######## block 1 ########
Block 1, congestion heat map:
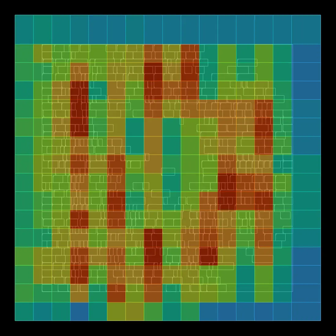

$ cat src/rtl/mem_wb_pkg.sv
// Shared definitions for the MEM/WB write-back pipe: default widths, the
// hard-wired zero register index and the default-width stage payload layout.
// Latency: n/a (types and constants only). Backpressure: n/a.
package mem_wb_pkg;

  localparam int DATA_W_DEF = 32;
  localparam int REG_W_DEF  = 5;

  // Register index that is never written back.
  localparam int ZERO_REG   = 0;

  // Default-width view of one pipe stage; field order is the bit order
  // used by every stage register (valid is the MSB).
  typedef struct packed {
    logic                 valid;
    logic                 reg_write;
    logic [REG_W_DEF-1:0] rd;
    logic [DATA_W_DEF-1:0] data;
  } wb_payload_t;

endpackage

$ cat src/rtl/mem_wb_pipe_ctl_pipe_stage.sv
// One write-back payload register with rst > flush > hold > load priority.
// Latency: 1 cycle from d_i to q_o when not held or flushed.
// Backpressure: hold_i freezes the register; flush_i zeroes it (bubble).
// Ports: clk/rst (sync, active-high), flush_i, hold_i, d_i[W], q_o[W].
module pipe_stage #(
  parameter int W = 8
) (
  input  logic         clk,
  input  logic         rst,
  input  logic         flush_i,
  input  logic         hold_i,
  input  logic [W-1:0] d_i,
  output logic [W-1:0] q_o
);

  logic [W-1:0] stage_q;
  logic [W-1:0] stage_d;

  always_comb begin
    stage_d = stage_q;
    if (flush_i) begin
      stage_d = '0;
    end else if (!hold_i) begin
      stage_d = d_i;
    end
  end

  always_ff @(posedge clk) begin
    if (rst) begin
      stage_q <= '0;
    end else begin
      stage_q <= stage_d;
    end
  end

  assign q_o = stage_q;

endmodule

$ cat src/rtl/mem_wb_pipe_ctl.sv
// MEM/WB pipe: muxes load/ALU result, carries it DEPTH stages to the regfile,
// generates write enable, WB forwarding hits and a retired-instruction count.
// Latency: DEPTH cycles input->outputs; stall holds all stages, flush bubbles all.
// Ports: clk, rst (sync, active-high), stall, flush, valid_in, reg_write_in,
//   mem_to_reg_in, alu_in/mem_in[DATA_W], rd_in/rs_a/rs_b[REG_W]; outputs
//   valid_out, reg_write_out, data_out, rd_out, wb_en, fwd_hit_a/b, retire_cnt.
module mem_wb_pipe_ctl
  import mem_wb_pkg::*;
#(
  parameter int DATA_W = DATA_W_DEF,
  parameter int REG_W  = REG_W_DEF,
  parameter int DEPTH  = 1,
  parameter int CNT_W  = 32
) (
  input  logic              clk,
  input  logic              rst,
  input  logic              stall,
  input  logic              flush,
  input  logic              valid_in,
  input  logic              reg_write_in,
  input  logic              mem_to_reg_in,
  input  logic [DATA_W-1:0] alu_in,
  input  logic [DATA_W-1:0] mem_in,
  input  logic [REG_W-1:0]  rd_in,
  input  logic [REG_W-1:0]  rs_a,
  input  logic [REG_W-1:0]  rs_b,
  output logic              valid_out,
  output logic              reg_write_out,
  output logic [DATA_W-1:0] data_out,
  output logic [REG_W-1:0]  rd_out,
  output logic              wb_en,
  output logic              fwd_hit_a,
  output logic              fwd_hit_b,
  output logic [CNT_W-1:0]  retire_cnt
);

  // Same layout as wb_payload_t, but sized by this instance's parameters.
  typedef struct packed {
    logic              valid;
    logic              reg_write;
    logic [REG_W-1:0]  rd;
    logic [DATA_W-1:0] data;
  } payload_t;

  localparam int PW = $bits(payload_t);

  payload_t         in_pl;
  payload_t         out_pl;
  logic [PW-1:0]    stage_q [DEPTH];
  logic [CNT_W-1:0] retire_cnt_q;
  logic [CNT_W-1:0] retire_cnt_d;

  generate
    if (DEPTH < 1 || DEPTH > 4) begin : g_depth_chk
      $error("mem_wb_pipe_ctl: DEPTH must be within 1..4");
    end
  endgenerate

  always_comb begin
    in_pl           = '0;
    in_pl.valid     = valid_in;
    in_pl.reg_write = reg_write_in;
    in_pl.rd        = rd_in;
    in_pl.data      = mem_to_reg_in ? mem_in : alu_in;
  end

  generate
    for (genvar k = 0; k < DEPTH; k++) begin : g_stage
      logic [PW-1:0] stage_in;
      if (k == 0) begin : g_head
        assign stage_in = in_pl;
      end else begin : g_tail
        assign stage_in = stage_q[k-1];
      end

      pipe_stage #(
        .W (PW)
      ) u_stage (
        .clk     (clk),
        .rst     (rst),
        .flush_i (flush),
        .hold_i  (stall),
        .d_i     (stage_in),
        .q_o     (stage_q[k])
      );
    end
  endgenerate

  assign out_pl        = payload_t'(stage_q[DEPTH-1]);
  assign valid_out     = out_pl.valid;
  assign reg_write_out = out_pl.reg_write;
  assign data_out      = out_pl.data;
  assign rd_out        = out_pl.rd;

  // Bubbles and writes to the zero register never reach the regfile.
  assign wb_en     = valid_out & reg_write_out & (rd_out != REG_W'(ZERO_REG));
  assign fwd_hit_a = wb_en & (rd_out == rs_a);
  assign fwd_hit_b = wb_en & (rd_out == rs_b);

  // A held instruction may rewrite the regfile every cycle, but it is only
  // counted on the edge where it actually leaves the last stage.
  always_comb begin
    retire_cnt_d = retire_cnt_q;
    if (valid_out && !flush && !stall) begin
      retire_cnt_d = retire_cnt_q + CNT_W'(1);
    end
  end

  always_ff @(posedge clk) begin
    if (rst) begin
      retire_cnt_q <= '0;
    end else begin
      retire_cnt_q <= retire_cnt_d;
    end
  end

  assign retire_cnt = retire_cnt_q;

endmodule

$ cat config.mk
export PLATFORM = sky130hd
export DESIGN_NAME = mem_wb_pipe_ctl
export DESIGN_NICKNAME = d
export VERILOG_FILES = /design/src/rtl/mem_wb_pkg.sv /design/src/rtl/mem_wb_pipe_ctl_pipe_stage.sv /design/src/rtl/mem_wb_pipe_ctl.sv
export SDC_FILE = /design/constraint.sdc
export NUM_CORES = 1
export LEC_CHECK = 0
export ABC_CLOCK_PERIOD_IN_PS = 1900
export CAP_MARGIN = 20
export CORE_MARGIN = 10
export CORE_UTILIZATION = 37
export CTS_CLUSTER_DIAMETER = 50
export DETAILED_ROUTE_END_ITERATION = 16
export GPL_TIMING_DRIVEN = 0
export PLACE_DENSITY = 0.86
export SLEW_MARGIN = 10
export SYNTH_ARGS = -nofsm -noshare
export SYNTH_HDL_FRONTEND = slang
export SYNTH_SLANG_ARGS = --single-unit
$ cat constraint.sdc
create_clock -name clk -period 1.9 [get_ports clk]
set_input_delay 0.19 -clock clk [delete_from_list [all_inputs] [get_ports clk]]
set_output_delay 0.19 -clock clk [all_outputs]
set_load 0.02 [all_outputs]
######## block 2 ########
$ cat config.mk
export PLATFORM = sky130hd
export DESIGN_NAME = lcd_text_controller_flat
export DESIGN_NICKNAME = d
export VERILOG_FILES = /design/src/rtl/lcd_text_controller_if.sv /design/src/rtl/lcd_text_controller.sv /design/src/flat_wrapper.sv
export SDC_FILE = /design/constraint.sdc
export NUM_CORES = 1
export LEC_CHECK = 0
export CORE_MARGIN = 2
export CORE_UTILIZATION = 55
export DETAILED_ROUTE_END_ITERATION = 12
export GPL_TIMING_DRIVEN = 0
export PLACE_DENSITY = 0.74
export RECOVER_POWER = 25
export SETUP_SLACK_MARGIN = 0.4
export SYNTH_ARGS = -nofsm -noshare
export SYNTH_HDL_FRONTEND = slang
export SYNTH_SLANG_ARGS = --single-unit
$ cat constraint.sdc
create_clock -name clk -period 3.7 [get_ports clk]
set_input_delay 0.37 -clock clk [delete_from_list [all_inputs] [get_ports clk]]
set_output_delay 0.37 -clock clk [all_outputs]
set_load 0.1 [all_outputs]
$ cat src/rtl/lcd_text_controller_if.sv
// Byte-stream handshake between the UART receiver and the LCD text controller.
interface lcd_text_controller_if;
    logic [7:0] in_data;
    logic       in_valid;
    logic       in_ready;

    modport master (output in_data, output in_valid, input in_ready);
    modport slave  (input in_data, input in_valid, output in_ready);
endinterface

$ cat src/rtl/lcd_text_controller.sv
// HD44780 text controller: runs power-up init, then turns an ASCII byte stream into LCD
// writes with cursor tracking, line wrap, CR, LF and backspace, on an 8-bit or 4-bit bus.
module lcd_text_controller #(
    parameter int unsigned CLK_HZ     = 50_000_000,
    parameter int unsigned COLS       = 16,
    parameter int unsigned ROWS       = 2,
    parameter int unsigned BUS4       = 0,
    parameter int unsigned T_E_NS     = 500,
    parameter int unsigned T_CMD_US   = 50,
    parameter int unsigned T_CLR_US   = 2000,
    parameter int unsigned T_PWRUP_US = 15000
) (
    input  logic                    clk,
    input  logic                    rst_n,
    lcd_text_controller_if.slave    in_if,
    output logic                    lcd_rs,
    output logic                    lcd_rw,
    output logic                    lcd_e,
    output logic [7:0]              lcd_db,
    output logic                    busy,
    output logic [$clog2(COLS)-1:0] cur_col,
    output logic                    cur_row
);
    localparam int unsigned     ColW = $clog2(COLS);
    localparam longint unsigned Hz   = 64'(CLK_HZ);

    localparam longint unsigned E_CYC   = (Hz * 64'(T_E_NS) + 64'd999_999_999) / 64'd1_000_000_000;
    localparam longint unsigned CMD_CYC = (Hz * 64'(T_CMD_US) + 64'd999_999) / 64'd1_000_000;
    localparam longint unsigned CLR_CYC = (Hz * 64'(T_CLR_US) + 64'd999_999) / 64'd1_000_000;
    localparam longint unsigned PWR_CYC = (Hz * 64'(T_PWRUP_US) + 64'd999_999) / 64'd1_000_000;

    localparam longint unsigned MaxA   = (E_CYC > CMD_CYC) ? E_CYC : CMD_CYC;
    localparam longint unsigned MaxB   = (CLR_CYC > PWR_CYC) ? CLR_CYC : PWR_CYC;
    localparam longint unsigned MaxCyc = (MaxA > MaxB) ? MaxA : MaxB;
    localparam int unsigned     TmrW   = $clog2(MaxCyc + 1);

    localparam logic [TmrW-1:0] ELoad   = TmrW'(E_CYC - 1);
    localparam logic [TmrW-1:0] CmdLoad = TmrW'(CMD_CYC - 1);
    localparam logic [TmrW-1:0] ClrLoad = TmrW'(CLR_CYC - 1);
    localparam logic [TmrW-1:0] PwrLoad = TmrW'(PWR_CYC - 1);

    localparam logic [3:0] InitLen = (BUS4 != 0) ? 4'd9 : 4'd5;

    typedef enum logic [2:0] {StPwrup, StPwrWait, StRun, StIdle, StDecode} main_st_e;
    typedef enum logic [2:0] {TxIdle, TxSetup, TxEhi, TxElo, TxWait} tx_st_e;

    main_st_e          main_q, main_d;
    tx_st_e            tx_q, tx_d;
    logic [TmrW-1:0]   timer_q, timer_d;
    logic [3:0]        step_q, step_d, len_q, len_d;
    logic              init_q, init_d;
    logic [3:0][7:0]   act_byte_q, act_byte_d;
    logic [3:0]        act_rs_q, act_rs_d;
    logic [7:0]        byte_q, byte_d;
    logic [7:0]        tx_byte_q, tx_byte_d;
    logic              tx_rs_q, tx_rs_d;
    logic              tx_nib_q, tx_nib_d;
    logic              lo_q, lo_d;
    logic [ColW-1:0]   col_q, col_d;
    logic              row_q, row_d;

    logic              launch;
    logic [9:0]        launch_entry;
    logic              go;
    logic [ColW-1:0]   bs_col;
    logic              bs_row;
    logic              tx_fin;
    logic              nxt_row;
    logic [3:0]        step_nx;

    // Entry layout: {nibble_only, rs, byte}; BUS4=0 skips the four nibble-only entries.
    function automatic logic [9:0] init_entry(input logic [3:0] idx);
        logic [3:0] k;
        logic [7:0] fset;
        fset = ((BUS4 != 0) ? 8'h20 : 8'h30) | ((ROWS > 1) ? 8'h08 : 8'h00);
        k    = (BUS4 != 0) ? idx : idx + 4'd4;
        case (k)
            4'd0, 4'd1, 4'd2: init_entry = {2'b10, 8'h30};
            4'd3:             init_entry = {2'b10, 8'h20};
            4'd4:             init_entry = {2'b00, fset};
            4'd5:             init_entry = {2'b00, 8'h0C};
            4'd6:             init_entry = {2'b00, 8'h01};
            4'd7:             init_entry = {2'b00, 8'h06};
            default:          init_entry = {2'b00, 8'h80};
        endcase
    endfunction

    function automatic logic [7:0] set_addr(input logic row, input logic [ColW-1:0] col);
        set_addr = {1'b1, row, 6'(col)};
    endfunction

    assign tx_fin  = (tx_q == TxWait) && (timer_q == '0);
    assign nxt_row = (ROWS > 1) ? ~row_q : 1'b0;
    assign step_nx = step_q + 4'd1;

    always_ff @(posedge clk or negedge rst_n) begin
        if (!rst_n) begin
            main_q     <= StPwrup;
            tx_q       <= TxIdle;
            timer_q    <= '0;
            step_q     <= '0;
            len_q      <= '0;
            init_q     <= 1'b0;
            act_byte_q <= '0;
            act_rs_q   <= '0;
            byte_q     <= '0;
            tx_byte_q  <= '0;
            tx_rs_q    <= 1'b0;
            tx_nib_q   <= 1'b0;
            lo_q       <= 1'b0;
            col_q      <= '0;
            row_q      <= 1'b0;
        end else begin
            main_q     <= main_d;
            tx_q       <= tx_d;
            timer_q    <= timer_d;
            step_q     <= step_d;
            len_q      <= len_d;
            init_q     <= init_d;
            act_byte_q <= act_byte_d;
            act_rs_q   <= act_rs_d;
            byte_q     <= byte_d;
            tx_byte_q  <= tx_byte_d;
            tx_rs_q    <= tx_rs_d;
            tx_nib_q   <= tx_nib_d;
            lo_q       <= lo_d;
            col_q      <= col_d;
            row_q      <= row_d;
        end
    end

    always_comb begin
        main_d       = main_q;
        tx_d         = tx_q;
        timer_d      = timer_q;
        step_d       = step_q;
        len_d        = len_q;
        init_d       = init_q;
        act_byte_d   = act_byte_q;
        act_rs_d     = act_rs_q;
        byte_d       = byte_q;
        tx_byte_d    = tx_byte_q;
        tx_rs_d      = tx_rs_q;
        tx_nib_d     = tx_nib_q;
        lo_d         = lo_q;
        col_d        = col_q;
        row_d        = row_q;
        launch       = 1'b0;
        launch_entry = '0;
        go           = 1'b0;
        bs_col       = col_q;
        bs_row       = row_q;

        case (tx_q)
            TxSetup: begin
                tx_d    = TxEhi;
                timer_d = ELoad;
            end
            TxEhi: begin
                if (timer_q == '0) begin
                    tx_d    = TxElo;
                    timer_d = ELoad;
                end else begin
                    timer_d = timer_q - TmrW'(1);
                end
            end
            TxElo: begin
                if (timer_q == '0) begin
                    if (BUS4 != 0 && !tx_nib_q && !lo_q) begin
                        lo_d = 1'b1;
                        tx_d = TxSetup;
                    end else begin
                        tx_d    = TxWait;
                        timer_d = (!tx_nib_q && !tx_rs_q && tx_byte_q == 8'h01) ? ClrLoad : CmdLoad;
                    end
                end else begin
                    timer_d = timer_q - TmrW'(1);
                end
            end
            TxWait: begin
                if (timer_q == '0) tx_d = TxIdle;
                else               timer_d = timer_q - TmrW'(1);
            end
            default: ;
        endcase

        case (main_q)
            StPwrup: begin
                timer_d = PwrLoad;
                main_d  = StPwrWait;
            end
            StPwrWait: begin
                if (timer_q == '0) begin
                    init_d       = 1'b1;
                    step_d       = '0;
                    len_d        = InitLen;
                    launch       = 1'b1;
                    launch_entry = init_entry(4'd0);
                    main_d       = StRun;
                end else begin
                    timer_d = timer_q - TmrW'(1);
                end
            end
            StRun: begin
                // Chain the next write straight off the last wait cycle of the previous one.
                if (tx_fin) begin
                    if (step_nx < len_q) begin
                        step_d       = step_nx;
                        launch       = 1'b1;
                        launch_entry = init_q ? init_entry(step_nx)
                                              : {1'b0, act_rs_q[step_nx[1:0]],
                                                 act_byte_q[step_nx[1:0]]};
                    end else begin
                        main_d = StIdle;
                    end
                end
            end
            StIdle: begin
                if (in_if.in_valid) begin
                    byte_d = in_if.in_data;
                    main_d = StDecode;
                end
            end
            StDecode: begin
                if (byte_q >= 8'h20 && byte_q <= 8'h7E) begin
                    go            = 1'b1;
                    act_byte_d[0] = byte_q;
                    act_rs_d[0]   = 1'b1;
                    if (col_q == ColW'(COLS - 1)) begin
                        col_d         = '0;
                        row_d         = nxt_row;
                        act_byte_d[1] = set_addr(nxt_row, '0);
                        act_rs_d[1]   = 1'b0;
                        len_d         = 4'd2;
                    end else begin
                        col_d = col_q + ColW'(1);
                        len_d = 4'd1;
                    end
                end else if (byte_q == 8'h0D) begin
                    go            = 1'b1;
                    act_byte_d[0] = 8'h01;
                    act_rs_d[0]   = 1'b0;
                    len_d         = 4'd1;
                    col_d         = '0;
                    row_d         = 1'b0;
                end else if (byte_q == 8'h0A) begin
                    go            = 1'b1;
                    act_byte_d[0] = set_addr(nxt_row, '0);
                    act_rs_d[0]   = 1'b0;
                    len_d         = 4'd1;
                    col_d         = '0;
                    row_d         = nxt_row;
                end else if (byte_q == 8'h08) begin
                    if (col_q != '0) begin
                        go     = 1'b1;
                        bs_col = col_q - ColW'(1);
                        bs_row = row_q;
                    end else if (ROWS > 1 && row_q) begin
                        go     = 1'b1;
                        bs_col = ColW'(COLS - 1);
                        bs_row = 1'b0;
                    end
                    // Blank the cell by overwriting it, then park the cursor back on it.
                    if (go) begin
                        col_d         = bs_col;
                        row_d         = bs_row;
                        act_byte_d[0] = set_addr(bs_row, bs_col);
                        act_rs_d[0]   = 1'b0;
                        act_byte_d[1] = 8'h20;
                        act_rs_d[1]   = 1'b1;
                        act_byte_d[2] = set_addr(bs_row, bs_col);
                        act_rs_d[2]   = 1'b0;
                        len_d         = 4'd3;
                    end
                end
                init_d = 1'b0;
                step_d = '0;
                if (go) begin
                    launch       = 1'b1;
                    launch_entry = {1'b0, act_rs_d[0], act_byte_d[0]};
                    main_d       = StRun;
                end else begin
                    main_d = StIdle;
                end
            end
            default: main_d = StPwrup;
        endcase

        if (launch) begin
            tx_d      = TxSetup;
            tx_byte_d = launch_entry[7:0];
            tx_rs_d   = launch_entry[8];
            tx_nib_d  = launch_entry[9];
            lo_d      = 1'b0;
        end
    end

    assign lcd_rw         = 1'b0;
    assign lcd_e          = (tx_q == TxEhi);
    assign lcd_rs         = tx_rs_q;
    assign lcd_db         = (BUS4 != 0) ? {(lo_q ? tx_byte_q[3:0] : tx_byte_q[7:4]), 4'h0}
                                        : tx_byte_q;
    assign busy           = (main_q != StIdle);
    assign in_if.in_ready = (main_q == StIdle);
    assign cur_col        = col_q;
    assign cur_row        = row_q;
endmodule
$ cat src/flat_wrapper.sv
// flat-port wrapper written by rule: the top's interface ports become plain ports
module lcd_text_controller_flat 
#(
    parameter int unsigned CLK_HZ     = 50_000_000,
    parameter int unsigned COLS       = 16,
    parameter int unsigned ROWS       = 2,
    parameter int unsigned BUS4       = 0,
    parameter int unsigned T_E_NS     = 500,
    parameter int unsigned T_CMD_US   = 50,
    parameter int unsigned T_CLR_US   = 2000,
    parameter int unsigned T_PWRUP_US = 15000
)
  (clk, rst_n, lcd_rs, lcd_rw, lcd_e, lcd_db, busy, cur_col, cur_row, in_if_in_data, in_if_in_valid, in_if_in_ready);
  lcd_text_controller_if in_if_i ();
  input  logic clk;
  input  logic rst_n;
  output logic lcd_rs;
  output logic lcd_rw;
  output logic lcd_e;
  output logic [7:0] lcd_db;
  output logic busy;
  output logic [$clog2(COLS)-1:0] cur_col;
  output logic cur_row;
  input wire logic [$bits(in_if_i.in_data)-1:0] in_if_in_data;
  input wire logic [$bits(in_if_i.in_valid)-1:0] in_if_in_valid;
  output wire logic [$bits(in_if_i.in_ready)-1:0] in_if_in_ready;
  assign in_if_i.in_data = in_if_in_data;
  assign in_if_i.in_valid = in_if_in_valid;
  assign in_if_in_ready = in_if_i.in_ready;
  lcd_text_controller #(.CLK_HZ(CLK_HZ), .COLS(COLS), .ROWS(ROWS), .BUS4(BUS4), .T_E_NS(T_E_NS), .T_CMD_US(T_CMD_US), .T_CLR_US(T_CLR_US), .T_PWRUP_US(T_PWRUP_US)) u_core (.clk(clk), .rst_n(rst_n), .in_if(in_if_i), .lcd_rs(lcd_rs), .lcd_rw(lcd_rw), .lcd_e(lcd_e), .lcd_db(lcd_db), .busy(busy), .cur_col(cur_col), .cur_row(cur_row));
endmodule
######## block 3 ########
===== src/rtl/load_register_hist_pkg.sv =====
// Shared definitions for the load register with undo history.
// Holds the decoded operation type, the priority decode function and the
// modulo ring-step helper used by the history ring.
package load_register_hist_pkg;

  typedef enum logic [1:0] {
    OP_NONE  = 2'd0,
    OP_CLEAR = 2'd1,
    OP_LOAD  = 2'd2,
    OP_UNDO  = 2'd3
  } op_e;

  // Priority decode: clear beats load beats undo. An undo with nothing in
  // the history decodes to OP_NONE so it produces neither a state change nor
  // a changed pulse.
  function automatic op_e decode_op(input logic clear, input logic load,
                                    input logic undo, input logic can_undo);
    op_e op;
    if (clear) begin
      op = OP_CLEAR;
    end else if (load) begin
      op = OP_LOAD;
    end else if (undo && can_undo) begin
      op = OP_UNDO;
    end else begin
      op = OP_NONE;
    end
    return op;
  endfunction

  // Step a pointer up or down modulo depth; works for any depth, not only
  // powers of two.
  function automatic int ring_step(input int ptr, input int depth, input logic up);
    int r;
    if (up) begin
      if (ptr >= depth - 32'sd1) begin
        r = 32'sd0;
      end else begin
        r = ptr + 32'sd1;
      end
    end else begin
      if (ptr == 32'sd0) begin
        r = depth - 32'sd1;
      end else begin
        r = ptr - 32'sd1;
      end
    end
    return r;
  endfunction

endpackage


===== src/rtl/load_register_hist_if.sv =====
// Bus interface for load_register_hist.
// master: switch/debounce side (drives value_in, load, undo, clear).
// slave : the register (drives value_out, valid, count, empty, full, changed).
interface load_register_hist_if #(
  parameter int WIDTH = 4,
  parameter int DEPTH = 4
);
  localparam int CW = $clog2(DEPTH + 1);

  logic [WIDTH-1:0] value_in;
  logic             load;
  logic             undo;
  logic             clear;
  logic [WIDTH-1:0] value_out;
  logic             valid;
  logic [CW-1:0]    count;
  logic             empty;
  logic             full;
  logic             changed;

  modport master (
    output value_in, load, undo, clear,
    input  value_out, valid, count, empty, full, changed
  );

  modport slave (
    input  value_in, load, undo, clear,
    output value_out, valid, count, empty, full, changed
  );
endinterface


===== src/rtl/load_register_hist_hist_ring.sv =====
// DEPTH x WIDTH ring LIFO holding previously displayed values.
// Ports: clk, rst (sync, active-high), flush (drop all entries), push/din
// (store newest, overwriting the oldest when full), pop (drop newest),
// dout (newest entry, combinational read), count/empty/full (registered).
module load_register_hist_hist_ring
  import load_register_hist_pkg::*;
#(
  parameter int WIDTH = 4,
  parameter int DEPTH = 4
) (
  input  logic                       clk,
  input  logic                       rst,
  input  logic                       flush,
  input  logic                       push,
  input  logic                       pop,
  input  logic [WIDTH-1:0]           din,
  output logic [WIDTH-1:0]           dout,
  output logic [$clog2(DEPTH+1)-1:0] count,
  output logic                       empty,
  output logic                       full
);
  localparam int CW = $clog2(DEPTH + 1);
  localparam int PW = (DEPTH > 1) ? $clog2(DEPTH) : 1;
  localparam logic [CW-1:0] DEPTH_C = CW'(DEPTH);

  logic [WIDTH-1:0] mem_r [DEPTH];
  logic [PW-1:0]    ptr_r;
  logic [CW-1:0]    count_r;
  logic             empty_r;
  logic             full_r;

  logic [PW-1:0]    next_ptr_s;
  logic [PW-1:0]    prev_ptr_s;
  logic [CW-1:0]    next_count_s;
  logic             wr_en_s;

  // Newest entry sits just below the write pointer.
  assign prev_ptr_s = PW'(ring_step(int'(ptr_r), DEPTH, 1'b0));
  assign dout       = mem_r[prev_ptr_s];

  // Next pointer/count; a full push keeps count at DEPTH and the write lands
  // on the oldest slot, which is exactly where ptr_r points when full.
  always_comb begin
    next_ptr_s   = ptr_r;
    next_count_s = count_r;
    wr_en_s      = 1'b0;
    if (flush) begin
      next_ptr_s   = {PW{1'b0}};
      next_count_s = {CW{1'b0}};
    end else if (push) begin
      wr_en_s    = 1'b1;
      next_ptr_s = PW'(ring_step(int'(ptr_r), DEPTH, 1'b1));
      if (count_r == DEPTH_C) begin
        next_count_s = count_r;
      end else begin
        next_count_s = count_r + CW'(1);
      end
    end else if (pop && (count_r != {CW{1'b0}})) begin
      next_ptr_s   = prev_ptr_s;
      next_count_s = count_r - CW'(1);
    end else begin
      next_ptr_s   = ptr_r;
      next_count_s = count_r;
    end
  end

  // Pointer, count and registered status flags.
  always_ff @(posedge clk) begin
    if (rst) begin
      ptr_r   <= {PW{1'b0}};
      count_r <= {CW{1'b0}};
      empty_r <= 1'b1;
      full_r  <= 1'b0;
    end else begin
      ptr_r   <= next_ptr_s;
      count_r <= next_count_s;
      empty_r <= (next_count_s == {CW{1'b0}});
      full_r  <= (next_count_s == DEPTH_C);
    end
  end

  // Entry storage; contents are don't-care after reset, so no reset here.
  always_ff @(posedge clk) begin
    if (wr_en_s) begin
      mem_r[ptr_r] <= din;
    end
  end

  assign count = count_r;
  assign empty = empty_r;
  assign full  = full_r;

endmodule


===== src/rtl/load_register_hist.sv =====
// Load register with undo history for one 7-segment operand display.
// Ports: clk, rst (sync, active-high), bus (slave modport): value_in, load,
// undo, clear in; value_out, valid, count, empty, full, changed out.
// Outputs are all registered and reflect an operation one cycle later.
module load_register_hist
  import load_register_hist_pkg::*;
#(
  parameter int WIDTH = 4,
  parameter int DEPTH = 4
) (
  input  logic                 clk,
  input  logic                 rst,
  load_register_hist_if.slave  bus
);
  localparam int CW = $clog2(DEPTH + 1);

  logic [WIDTH-1:0] value_r;
  logic             valid_r;
  logic             changed_r;

  op_e              op_s;
  logic             push_s;
  logic             pop_s;
  logic             flush_s;
  logic [WIDTH-1:0] ring_dout_s;
  logic [CW-1:0]    ring_count_s;
  logic             ring_empty_s;
  logic             ring_full_s;

  assign op_s    = decode_op(bus.clear, bus.load, bus.undo, !ring_empty_s);
  // Only a previously loaded value is worth saving; a blank display is not.
  assign push_s  = (op_s == OP_LOAD) && valid_r;
  assign pop_s   = (op_s == OP_UNDO);
  assign flush_s = (op_s == OP_CLEAR);

  load_register_hist_hist_ring #(
    .WIDTH (WIDTH),
    .DEPTH (DEPTH)
  ) u_ring (
    .clk   (clk),
    .rst   (rst),
    .flush (flush_s),
    .push  (push_s),
    .pop   (pop_s),
    .din   (value_r),
    .dout  (ring_dout_s),
    .count (ring_count_s),
    .empty (ring_empty_s),
    .full  (ring_full_s)
  );

  // Displayed value, valid flag and the one-cycle changed pulse.
  always_ff @(posedge clk) begin
    if (rst) begin
      value_r   <= {WIDTH{1'b0}};
      valid_r   <= 1'b0;
      changed_r <= 1'b0;
    end else begin
      case (op_s)
        OP_CLEAR: begin
          value_r   <= {WIDTH{1'b0}};
          valid_r   <= 1'b0;
          changed_r <= 1'b1;
        end
        OP_LOAD: begin
          value_r   <= bus.value_in;
          valid_r   <= 1'b1;
          changed_r <= 1'b1;
        end
        OP_UNDO: begin
          value_r   <= ring_dout_s;
          changed_r <= 1'b1;
        end
        OP_NONE: begin
          changed_r <= 1'b0;
        end
        default: begin
          changed_r <= 1'b0;
        end
      endcase
    end
  end

  assign bus.value_out = value_r;
  assign bus.valid     = valid_r;
  assign bus.count     = ring_count_s;
  assign bus.empty     = ring_empty_s;
  assign bus.full      = ring_full_s;
  assign bus.changed   = changed_r;

endmodule


===== src/flat_wrapper.sv =====
// flat-port wrapper written by rule: the top's interface ports become plain ports
module load_register_hist_flat import load_register_hist_pkg::*;
#(
  parameter int WIDTH = 4,
  parameter int DEPTH = 4
)
  (clk, rst, bus_value_in, bus_load, bus_undo, bus_clear, bus_value_out, bus_valid, bus_count, bus_empty, bus_full, bus_changed);
  load_register_hist_if #(.WIDTH(WIDTH), .DEPTH(DEPTH)) bus_i ();
  input  logic clk;
  input  logic rst;
  input wire logic [$bits(bus_i.value_in)-1:0] bus_value_in;
  input wire logic [$bits(bus_i.load)-1:0] bus_load;
  input wire logic [$bits(bus_i.undo)-1:0] bus_undo;
  input wire logic [$bits(bus_i.clear)-1:0] bus_clear;
  output wire logic [$bits(bus_i.value_out)-1:0] bus_value_out;
  output wire logic [$bits(bus_i.valid)-1:0] bus_valid;
  output wire logic [$bits(bus_i.count)-1:0] bus_count;
  output wire logic [$bits(bus_i.empty)-1:0] bus_empty;
  output wire logic [$bits(bus_i.full)-1:0] bus_full;
  output wire logic [$bits(bus_i.changed)-1:0] bus_changed;
  assign bus_i.value_in = bus_value_in;
  assign bus_i.load = bus_load;
  assign bus_i.undo = bus_undo;
  assign bus_i.clear = bus_clear;
  assign bus_value_out = bus_i.value_out;
  assign bus_valid = bus_i.valid;
  assign bus_count = bus_i.count;
  assign bus_empty = bus_i.empty;
  assign bus_full = bus_i.full;
  assign bus_changed = bus_i.changed;
  load_register_hist #(.WIDTH(WIDTH), .DEPTH(DEPTH)) u_core (.clk(clk), .rst(rst), .bus(bus_i));
endmodule

===== config.mk =====
export PLATFORM = sky130hd
export DESIGN_NAME = load_register_hist_flat
export DESIGN_NICKNAME = d
export VERILOG_FILES = /design/src/rtl/load_register_hist_pkg.sv /design/src/rtl/load_register_hist_if.sv /design/src/rtl/load_register_hist_hist_ring.sv /design/src/rtl/load_register_hist.sv /design/src/flat_wrapper.sv
export SDC_FILE = /design/constraint.sdc
export NUM_CORES = 1
export LEC_CHECK = 0
export CORE_MARGIN = 1
export CORE_UTILIZATION = 41
export CTS_BUF_LIST = sky130_fd_sc_hd__clkbuf_8
export DETAILED_ROUTE_END_ITERATION = 7
export REMOVE_ABC_BUFFERS = 1
export SLEW_MARGIN = 20
export SYNTH_ARGS = -nofsm -noshare
export SYNTH_HDL_FRONTEND = slang
export SYNTH_SLANG_ARGS = --single-unit

===== constraint.sdc =====
create_clock -name clk -period 3.6 [get_ports clk]
set_input_delay 0.72 -clock clk [delete_from_list [all_inputs] [get_ports clk]]
set_output_delay 0.72 -clock clk [all_outputs]
set_load 0.03 [all_outputs]

######## block 4 ########
## config.mk

```make
export PLATFORM = sky130hd
export DESIGN_NAME = carregador_matriz
export DESIGN_NICKNAME = d
export VERILOG_FILES = /design/src/rtl/carregador_matriz_pkg.sv /design/src/rtl/carregador_matriz.sv
export SDC_FILE = /design/constraint.sdc
export NUM_CORES = 1
export LEC_CHECK = 0
export CORE_MARGIN = 8
export CORE_UTILIZATION = 48
export CTS_CLUSTER_DIAMETER = 100
export DETAILED_ROUTE_END_ITERATION = 12
export PLACE_DENSITY = 0.8
export SLEW_MARGIN = 25
export SYNTH_ARGS = -nofsm -noshare
export SYNTH_HDL_FRONTEND = slang
export SYNTH_SLANG_ARGS = --single-unit
```

## constraint.sdc

```tcl
create_clock -name clk -period 3.8 [get_ports clk]
set_clock_uncertainty 0.15 [all_clocks]
set_input_delay 0.38 -clock clk [delete_from_list [all_inputs] [get_ports clk]]
set_output_delay 0.38 -clock clk [all_outputs]
set_load 0.01 [all_outputs]
```

## src/rtl/carregador_matriz_pkg.sv

```systemverilog
// Shared widths, state encoding and dimension limits for the matrix loader
// and the matrix operation units fed by it.
package carregador_matriz_pkg;

    localparam int DATA_W  = 8;
    localparam int N_MAX   = 5;
    localparam int MAT_W   = N_MAX * N_MAX * DATA_W;
    localparam int TAM_MIN = 2;
    localparam int TAM_MAX = 5;

    typedef enum logic [1:0] {
        IDLE = 2'd0,
        LOAD = 2'd1,
        FULL = 2'd2
    } state_t;

endpackage

```

## src/rtl/carregador_matriz.sv

```systemverilog
// carregador_matriz: streams signed bytes into a packed 5x5 matrix bus.
// Ports: clk, reset (sync, high), start/tamanho begin a load of a
//   tamanho x tamanho matrix; in_valid/in_data/in_ready element stream
//   (row-major); matrix_out/out_valid/out_ready completed matrix
//   handshake; erro flags an illegal dimension on start.
module carregador_matriz
    import carregador_matriz_pkg::*;
(
    input  logic              clk,
    input  logic              reset,
    input  logic              start,
    input  logic [2:0]        tamanho,
    input  logic              in_valid,
    input  logic [DATA_W-1:0] in_data,
    output logic              in_ready,
    output logic [MAT_W-1:0]  matrix_out,
    output logic              out_valid,
    input  logic              out_ready,
    output logic              erro
);

    state_t     state;
    logic [2:0] row;
    logic [2:0] col;
    logic [2:0] dim;
    logic [4:0] pos;
    logic [7:0] lsb;
    logic       tam_ok;
    logic       last_col;
    logic       last_row;

    // Position of the element being written in the 5x5 bus, regardless
    // of the active dimension, so unused positions are never touched.
    assign pos = 5'(row) * 5'(N_MAX) + 5'(col);
    assign lsb = 8'(pos) * 8'(DATA_W);

    assign tam_ok   = (tamanho >= 3'(TAM_MIN)) && (tamanho <= 3'(TAM_MAX));
    assign last_col = (col == dim - 3'd1);
    assign last_row = (row == dim - 3'd1);

    always_ff @(posedge clk) begin
        if (reset) begin
            state      <= IDLE;
            row        <= '0;
            col        <= '0;
            dim        <= '0;
            in_ready   <= 1'b0;
            out_valid  <= 1'b0;
            erro       <= 1'b0;
            matrix_out <= '0;
        end else begin
            unique case (state)
                IDLE: begin
                    in_ready  <= 1'b0;
                    out_valid <= 1'b0;
                    if (start) begin
                        if (tam_ok) begin
                            dim        <= tamanho;
                            matrix_out <= '0;
                            erro       <= 1'b0;
                            row        <= '0;
                            col        <= '0;
                            in_ready   <= 1'b1;
                            state      <= LOAD;
                        end else begin
                            erro <= 1'b1;
                        end
                    end
                end
                LOAD: begin
                    if (in_valid) begin
                        matrix_out[lsb +: DATA_W] <= in_data;
                        if (last_col) begin
                            col <= '0;
                            if (last_row) begin
                                // Counters return to 0 so they never
                                // exceed dim-1 while the matrix waits.
                                row       <= '0;
                                in_ready  <= 1'b0;
                                out_valid <= 1'b1;
                                state     <= FULL;
                            end else begin
                                row <= row + 3'd1;
                            end
                        end else begin
                            col <= col + 3'd1;
                        end
                    end
                end
                FULL: begin
                    in_ready <= 1'b0;
                    if (out_ready) begin
                        out_valid <= 1'b0;
                        state     <= IDLE;
                    end
                end
                default: begin
                    in_ready  <= 1'b0;
                    out_valid <= 1'b0;
                    state     <= IDLE;
                end
            endcase
        end
    end

endmodule

```


## Gallery

Metal layers overlaid.
image #1
Scale bar: 50 um. Two of the layers only.
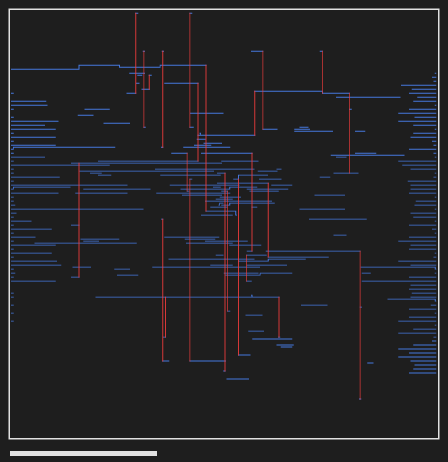
image #2
Scale bar: 20 um. Two of the layers only.
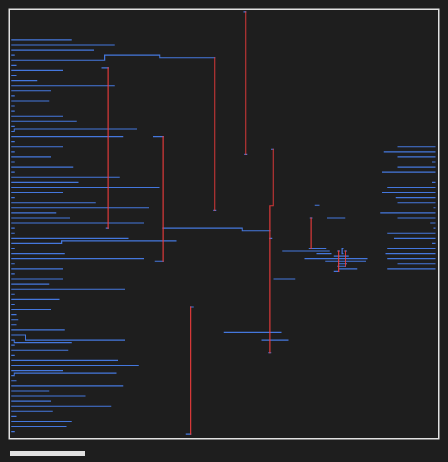
image #3
Scale bar: 20 um. Two of the layers only.
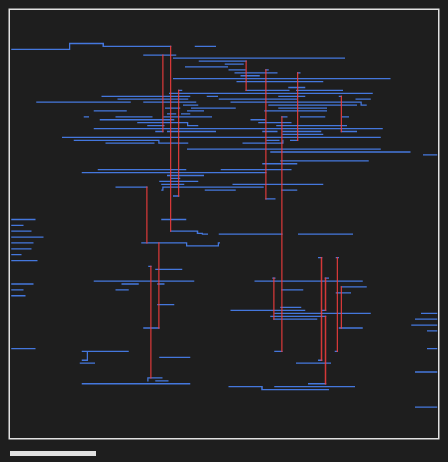
image #4
Scale bar: 20 um. Two of the layers only.
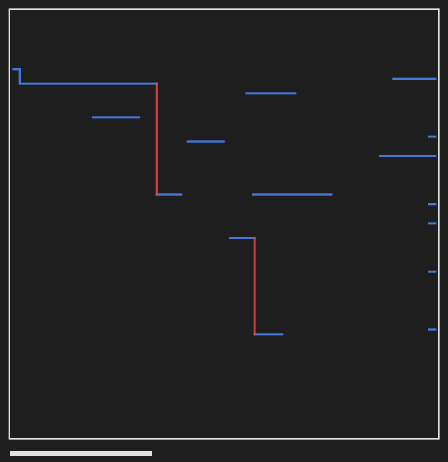
image #4 -> block 3
image #1 -> block 4
image #2 -> block 1
image #3 -> block 2
- least wire: image #4
- smallest die: image #4

Block 4, cells coloured by class:
Scale bar: 50 um.
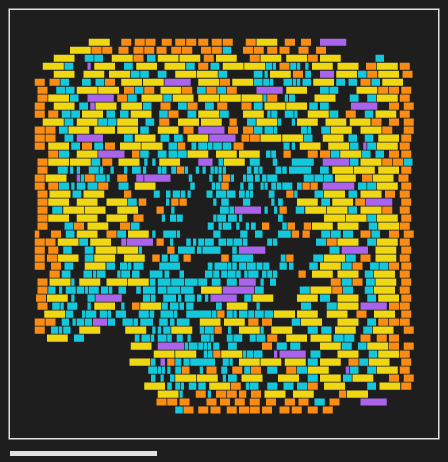
Key: yellow = flip-flops [cells 214, share of their area 39%]; purple = clock drivers and dummy loads [cells 37, share of their area 6.4%]; orange = other buffers and delay cells [cells 255, share of their area 22%]; cyan = all other logic [cells 491, share of their area 32%]
# rows: 47
Core Area: 16500 um2
utilization after layout: 68.4%
Final Instance Area: 11300 um2

Block 4, logic cells by family:
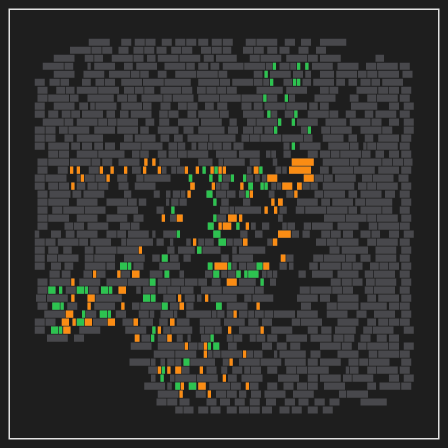
Key: green = NAND gates [cells 79]; orange = NOR gates [cells 92]

==> impl_metrics.tcl, block 4 <==
# place-and-route summary
set metrics [dict create \
    status "completed" \
    worstMarginPinSlew_ns 0.829 \
    flop_cell "dfxtp_1" \
    pre_cts_slack_ns 0.180 \
    yosys.area_share.simple_pct 12.4 \
    min_from "reset" \
    synthCells 749 \
    grt_pass1_vias 7272 \
    synth.distinct_cells 60 \
    yosys_area_um2 8060 \
    synth-seq-cells 214 \
    yosysCellCount 749 \
    detailed_place_hpwl_um 18900 \
    syn2layout_area_growth_pct 40.2 \
    hold_depth 2 \
    yosys.area_share.adder_pct 2.11 \
    seqPwrFrac_pct 47.1 \
    fin_cells 1217 \
    power.total_uw 4810 \
    p_int_uw 3650 \
    dominant_cells "registers" \
    fin_setup_tns_ns 0 \
]
==> block 4: registers in the layout, indices dropped and copies added, names as in the netlist <==
register / flops
row: 3
state: 2
col: 3
out_valid: 1
in_ready: 1
matrix_out: 200
dim: 3
erro: 1
==> block 4: worst max-delay path: stages, from the launching register on <==
cell	delay, ns
dfxtp_1	0.43
ha_1	0.27
ha_1	0.32
fa_1	0.68
nor2b_2	0.29
a21oi_1	0.06
o22a_1	0.32
o41ai_1	0.44
a21oi_1	0.29
a22o_1	0.31
==> block 4: per-layer routing <==
metal  global-route usage, %  routed length [um]  vias to the layer above
met1                    30.5               11300                     3445
met3                    6.50                2350                       54
met2                    39.4               12000                      362
li1                        -                   -                     3333
met5                       0                   0                        -
met4                    7.44                 762                        0
==> block 4: repair_timing <==
item / in CTS / in global routing
setup buffers: 0 / 0
hold endpoints to repair: 0 / 0
gates resized: 0 / 4
setup endpoints to repair: 0 / 30
==> block 4: cell families after synthesis <==
kind of cell | Yosys count
flip-flops | 214
adder cells (fa/ha/maj) | 13
XOR/XNOR | 14
AND/OR/NAND/NOR | 193
multiplexers | 9
AND-OR/OR-AND | 257
buffers and inverters | 49
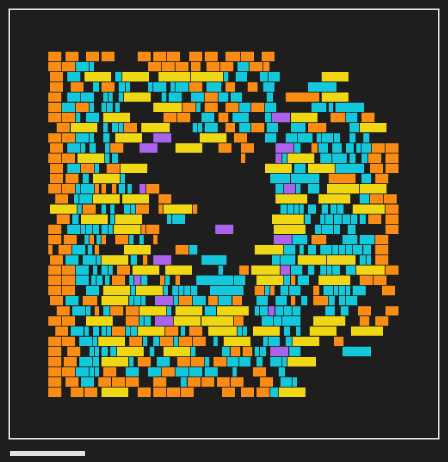
Block 1: cells coloured by class
Scale bar: 20 um.
Key: purple = clock drivers and dummy loads [cells 16, share of their area 3.2%]; yellow = flip-flops [cells 71, share of their area 27%]; orange = other buffers and delay cells [cells 197, share of their area 34%]; cyan = all other logic [cells 291, share of their area 36%]

Block 1, sequential cells grouped by signal name:
Scale bar: 20 um. Other cells in grey.
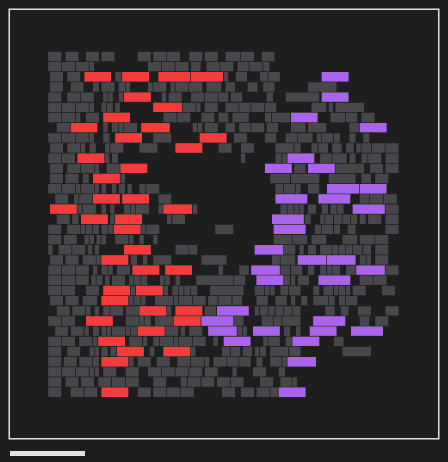
Key: red = `g_stage.u_stage.q_o` [sequential cells 39]; purple = `retire_cnt` [sequential cells 32]
Seq area share: 26.6%
Seq. cell area: 1480 um2
utilization after layout: 64.2%
seq pwr: 1520 uW

Notes on 'congestion heat map' of block 1 above:
M1 GR Usage: 16.9%
GRT met3 Usage: 9.54%
GRT Total Usage: 17.4%
wire per inst: 17.2 um
busiest grt layer: met2

==> impl_metrics.tcl, block 1 <==
# place-and-route summary
set metrics [dict create \
    std_cell_rows 34 \
    yosysTopAreaCell "dfxtp_1" \
    coreArea_um2 8680 \
    clock_area_share_pct 3.12 \
    cp-end-kind "output port" \
    cts_tree "yes" \
    switchingPower_uw 803 \
    place_inst 651 \
    setup_viol 6 \
    cts.path.max_buffers 2 \
    post-route-period-util_pct 103 \
    violations "negative setup slack" \
    status "complete, but fails checks" \
    relSlewSlack_pct 53.1 \
    slew_violations 0 \
    design_area_um2 5570 \
    cp_top_family "simple AND/OR/NAND/NOR gates" \
    vias_per_cell 5.14 \
    pre_cts_slack_ns -0.553 \
    finClkSkew_ns 0.00686 \
    maxPowerGroup "registers" \
    postSynthAreaPerCell_um2 8.52 \
    cts_buffers 9 \
    inverters_excl_clock 5 \
    synth_warnings 0 \
    layout_setup_ws_ns -0.0613 \
    clkTransAtPathRegs_ns 0.08 \
    grt_pass1_vias 3754 \
    clk-power_uw 1070 \
]
==> block 1: synthesized netlist by cell type (all sizes together) <==
master	number
nor2	83
dfxtp	71
a21oi	52
mux2i	40
clkbuf	19
nand3	11
o21ai	11
or3	11
or4	11
xnor2	10
xor2	10
nand2	9
o31ai	9
nand4	8
buf	6
and4	5
inv	5
nor4	3
and3	2
nor3	2
or2	2
ha	1
mux2	1
nand4bb	1
nor2b	1
nor3b	1
o211ai	1
or4b	1
==> block 1: sequential cells by signal, indices dropped and copies added, names as in the netlist <==
register             flops
g_stage.u_stage.q_o     39
retire_cnt              32
==> block 1: logic make-up (layout without fill, tap and decap cells) <==
group                    after synthesis  count (layout)  synth area share (%)
adder cells (fa/ha/maj)                1               1                 0.379
XOR/XNOR                              20              20                  5.31
AND-OR/OR-AND                         73              73                  11.8
buffers and inverters                 30             218                  3.87
multiplexers                          41              41                  12.5
AND/OR/NAND/NOR                      151             151                  23.0
flip-flops                            71              71                  43.1
==> block 1: repair_timing <==
action / CTS / global route
setup buffers: 9 / 5
gates resized: 39 / 38
gates cloned: 2 / 0
endpoints found under the setup margin: 24 / 24
endpoints found under the hold margin: 0 / 0
pin swaps: 11 / 9
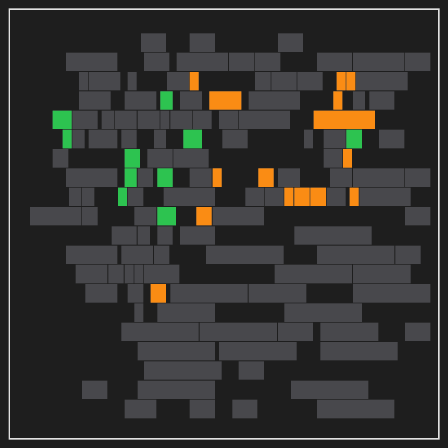
Block 3: logic cells by family
Key: green = NAND gates [cells 10]; orange = NOR gates [cells 15]
multi-input gate share of total cell area: 36.0%
most common logic cell in the routed design: clkdlybuf4s50_1
Non-Filler Instances: 178

==> impl_metrics.tcl, block 3 <==
# place-and-route summary
set metrics [dict create \
    yosys.area_share.simple_pct 16.7 \
    ys_sh_aoi_pct 12.8 \
    clock-root-buffer "clkbuf_8" \
    synthCells 111 \
    top_layer "met4" \
    wire_per_inst_um 15.4 \
    die-area_um2 3640 \
    startpoint_type "primary input" \
    num_vias 941 \
    yosysTopAreaCell "edfxtp_1" \
    cts_resized 0 \
    dominant_cells "registers" \
    holdBufCountCts 0 \
    logic_gates 73 \
    finalHoldViolCount 0 \
    wirelength_um 2740 \
    antenna_found_initial 0 \
    p_leak_uw 0.000584 \
    drt_iter0_markers 62 \
    grt_use_met1_pct 24.8 \
    cp_max_fo 13 \
    worstSetupPathDepth 5 \
    post-route-util_pct 53.8 \
    post-route-period-util_pct 71.1 \
    worstMarginPinSlew_ns 0.588 \
    status "completed" \
    place_inst 170 \
    io_pins 20 \
]
[block 3: flip-flops by register name, summed over array words and instances, names as in the netlist]
name,flops
u_core.u_ring.empty,1
u_core.u_ring.ptr_r,2
u_core.u_ring.mem_r,16
u_core.u_ring.full,1
u_core.bus.value_out,4
u_core.u_ring.count,3
u_core.bus.changed,1
u_core.bus.valid,1
[block 3: where the power goes]
part	switching, uW	internal (uW)
Sequential	3.59	351
Combinational	20.5	21.0
Clock	123	130
[block 3: worst min path at each step]
stage / slack, ns / endpoint / startpoint / cells past startpoint
3_5_place_dp: 0.54 / u_core.u_ring.mem_r[2][3] / u_core.bus.value_out[3] / 0
4_1_cts: 0.55 / u_core.u_ring.mem_r[3][3] / u_core.bus.value_out[3] / 0
5_1_grt: 0.57 / u_core.u_ring.mem_r[3][3] / u_core.bus.value_out[3] / 0
2_1_floorplan: 0.50 / u_core.u_ring.ptr_r[1] / u_core.u_ring.ptr_r[1] / 2
6_report: 0.54 / u_core.bus.valid / u_core.bus.valid / 2
3_3_place_gp: 0.53 / u_core.bus.valid / u_core.bus.valid / 2
Block 2, cells coloured by class:
Scale bar: 20 um.
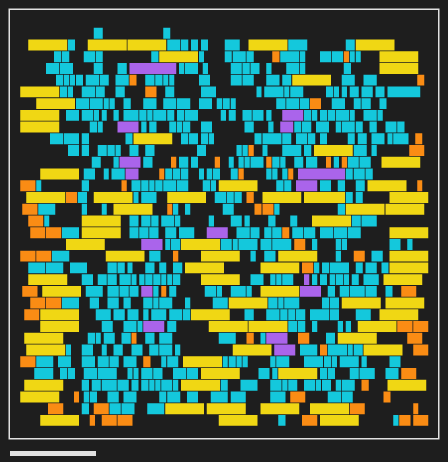
Key: cyan = all other logic [cells 468, share of their area 53%]; orange = other buffers and delay cells [cells 67, share of their area 8.5%]; purple = clock drivers and dummy loads [cells 16, share of their area 4.1%]; yellow = flip-flops [cells 75, share of their area 34%]
Seq area share: 33.1%
Final Instance Area: 5670 um2
Core Area: 8760 um2
# rows: 34
utilization after layout: 64.7%

==> impl_metrics.tcl, block 2 <==
# place-and-route summary
set metrics [dict create \
    rsz0062_at_grt "true" \
    drt_drc_violations_left 0 \
    dr_wl_met2_um 6020 \
    clock_sinks 75 \
    startpoint_type "register" \
    cp_data_arrival_time_ns 3.39 \
    clkbuf_count 11 \
    switchingPower_uw 1520 \
    syn2layout_area_growth_pct 13.6 \
    fillers 771 \
    cp_slowest_cell "dfrtp_2" \
    grt_use_met1_pct 47.7 \
    relSlewSlack_pct 8.34 \
    status "completed" \
    max_clock_freq_ghz 0.317 \
    postPlaceCellArea_um2 5420 \
    cp_max_fo 10 \
    fin_cells 734 \
    clock_area_share_pct 4.00 \
    slew_violations 0 \
    p_int_uw 1930 \
    lay_top_count "dfrtp_1" \
    crit_buf_inv 6 \
    buf_share_pct 8.28 \
    post_cts_buffers 0 \
]
==> block 2: sequential cells by signal (all words and copies together), names as in the netlist, 3 cells and up <==
name and flops:
u_core.len_q 3, u_core.tx_q 3, u_core.cur_col 4, u_core.step_q 4, u_core.byte_q 8, u_core.timer_q 20, u_core.main_q 3, u_core.lcd_db 8
u_core.act_byte_q 17
==> block 2: power groups by stage <==
| stage | combinational [uW] | sequential, uW | clock, uW |
|---|---|---|---|
| final | 1500 | 1230 | 722 |
| after global routing | 1610 | 1250 | 766 |
| after CTS | 1440 | 1220 | 732 |
| after detailed placement | 1430 | 1240 | 0 |
| after global placement | 1400 | 1220 | 0 |
| after floorplan | 904 | 1340 | 0 |
==> block 2: cell families after synthesis <==
logic type,Yosys count,synth area share [%]
simple gates,201,21.2
compound gates,191,25.8
flops,75,37.6
buf+inv,63,5.27
mux,19,4.11
xor+xnor,15,2.63
fa+ha+maj,13,3.26
other cells,1,0.0752


==> screenshots <==
Congestion heat map.
picture 1
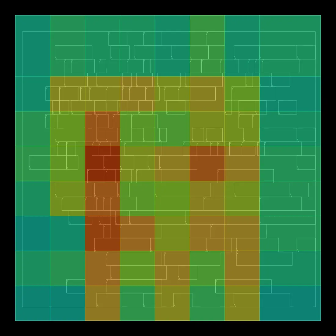
picture 2
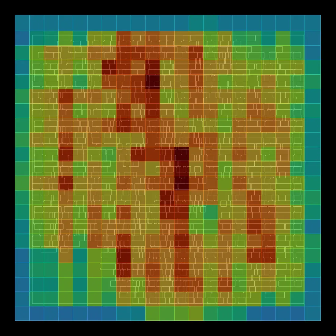
picture 3
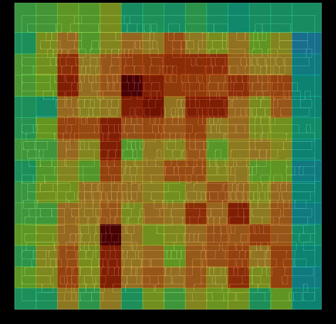
Block 3 is picture 1.
Block 2 is picture 3.
Block 4 is picture 2.


## Gallery

Sequential cells grouped by signal name.
Plate I
Scale bar: 50 um. Other sequential cells in the stronger grey, the rest of the logic in the fainter grey.
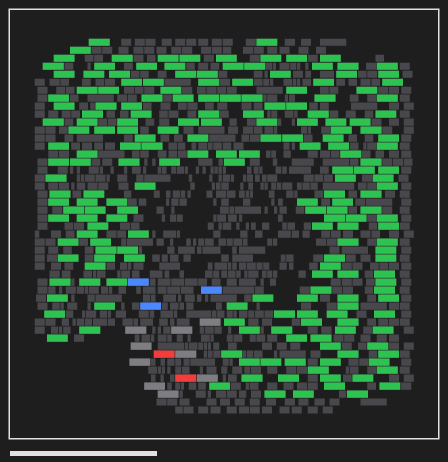
Plate II
Scale bar: 20 um. Other sequential cells in the stronger grey, the rest of the logic in the fainter grey.
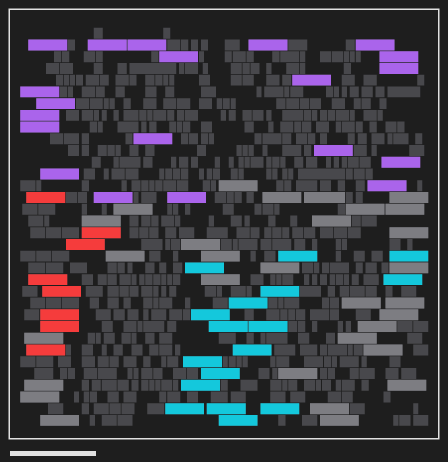
Plate III
Scale bar: 20 um. Other sequential cells in the stronger grey, the rest of the logic in the fainter grey.
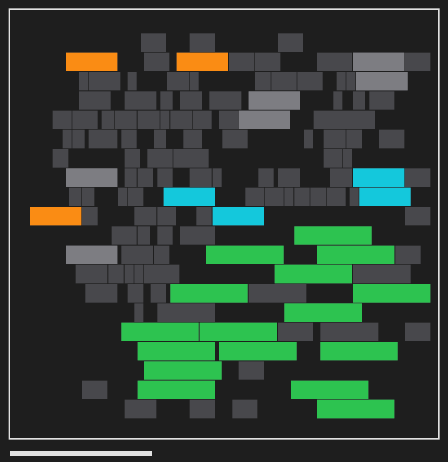
- block 3 = Plate III
- block 4 = Plate I
- block 2 = Plate II
- fewest cells: Plate III
- fewest sequential cells: Plate III

Key to Plate I:
Key: red = `state` [sequential cells 2]; blue = `row` [sequential cells 3]; green = `matrix_out` [sequential cells 200, where widely spread]

Power is estimated from default activity; no workload was simulated.
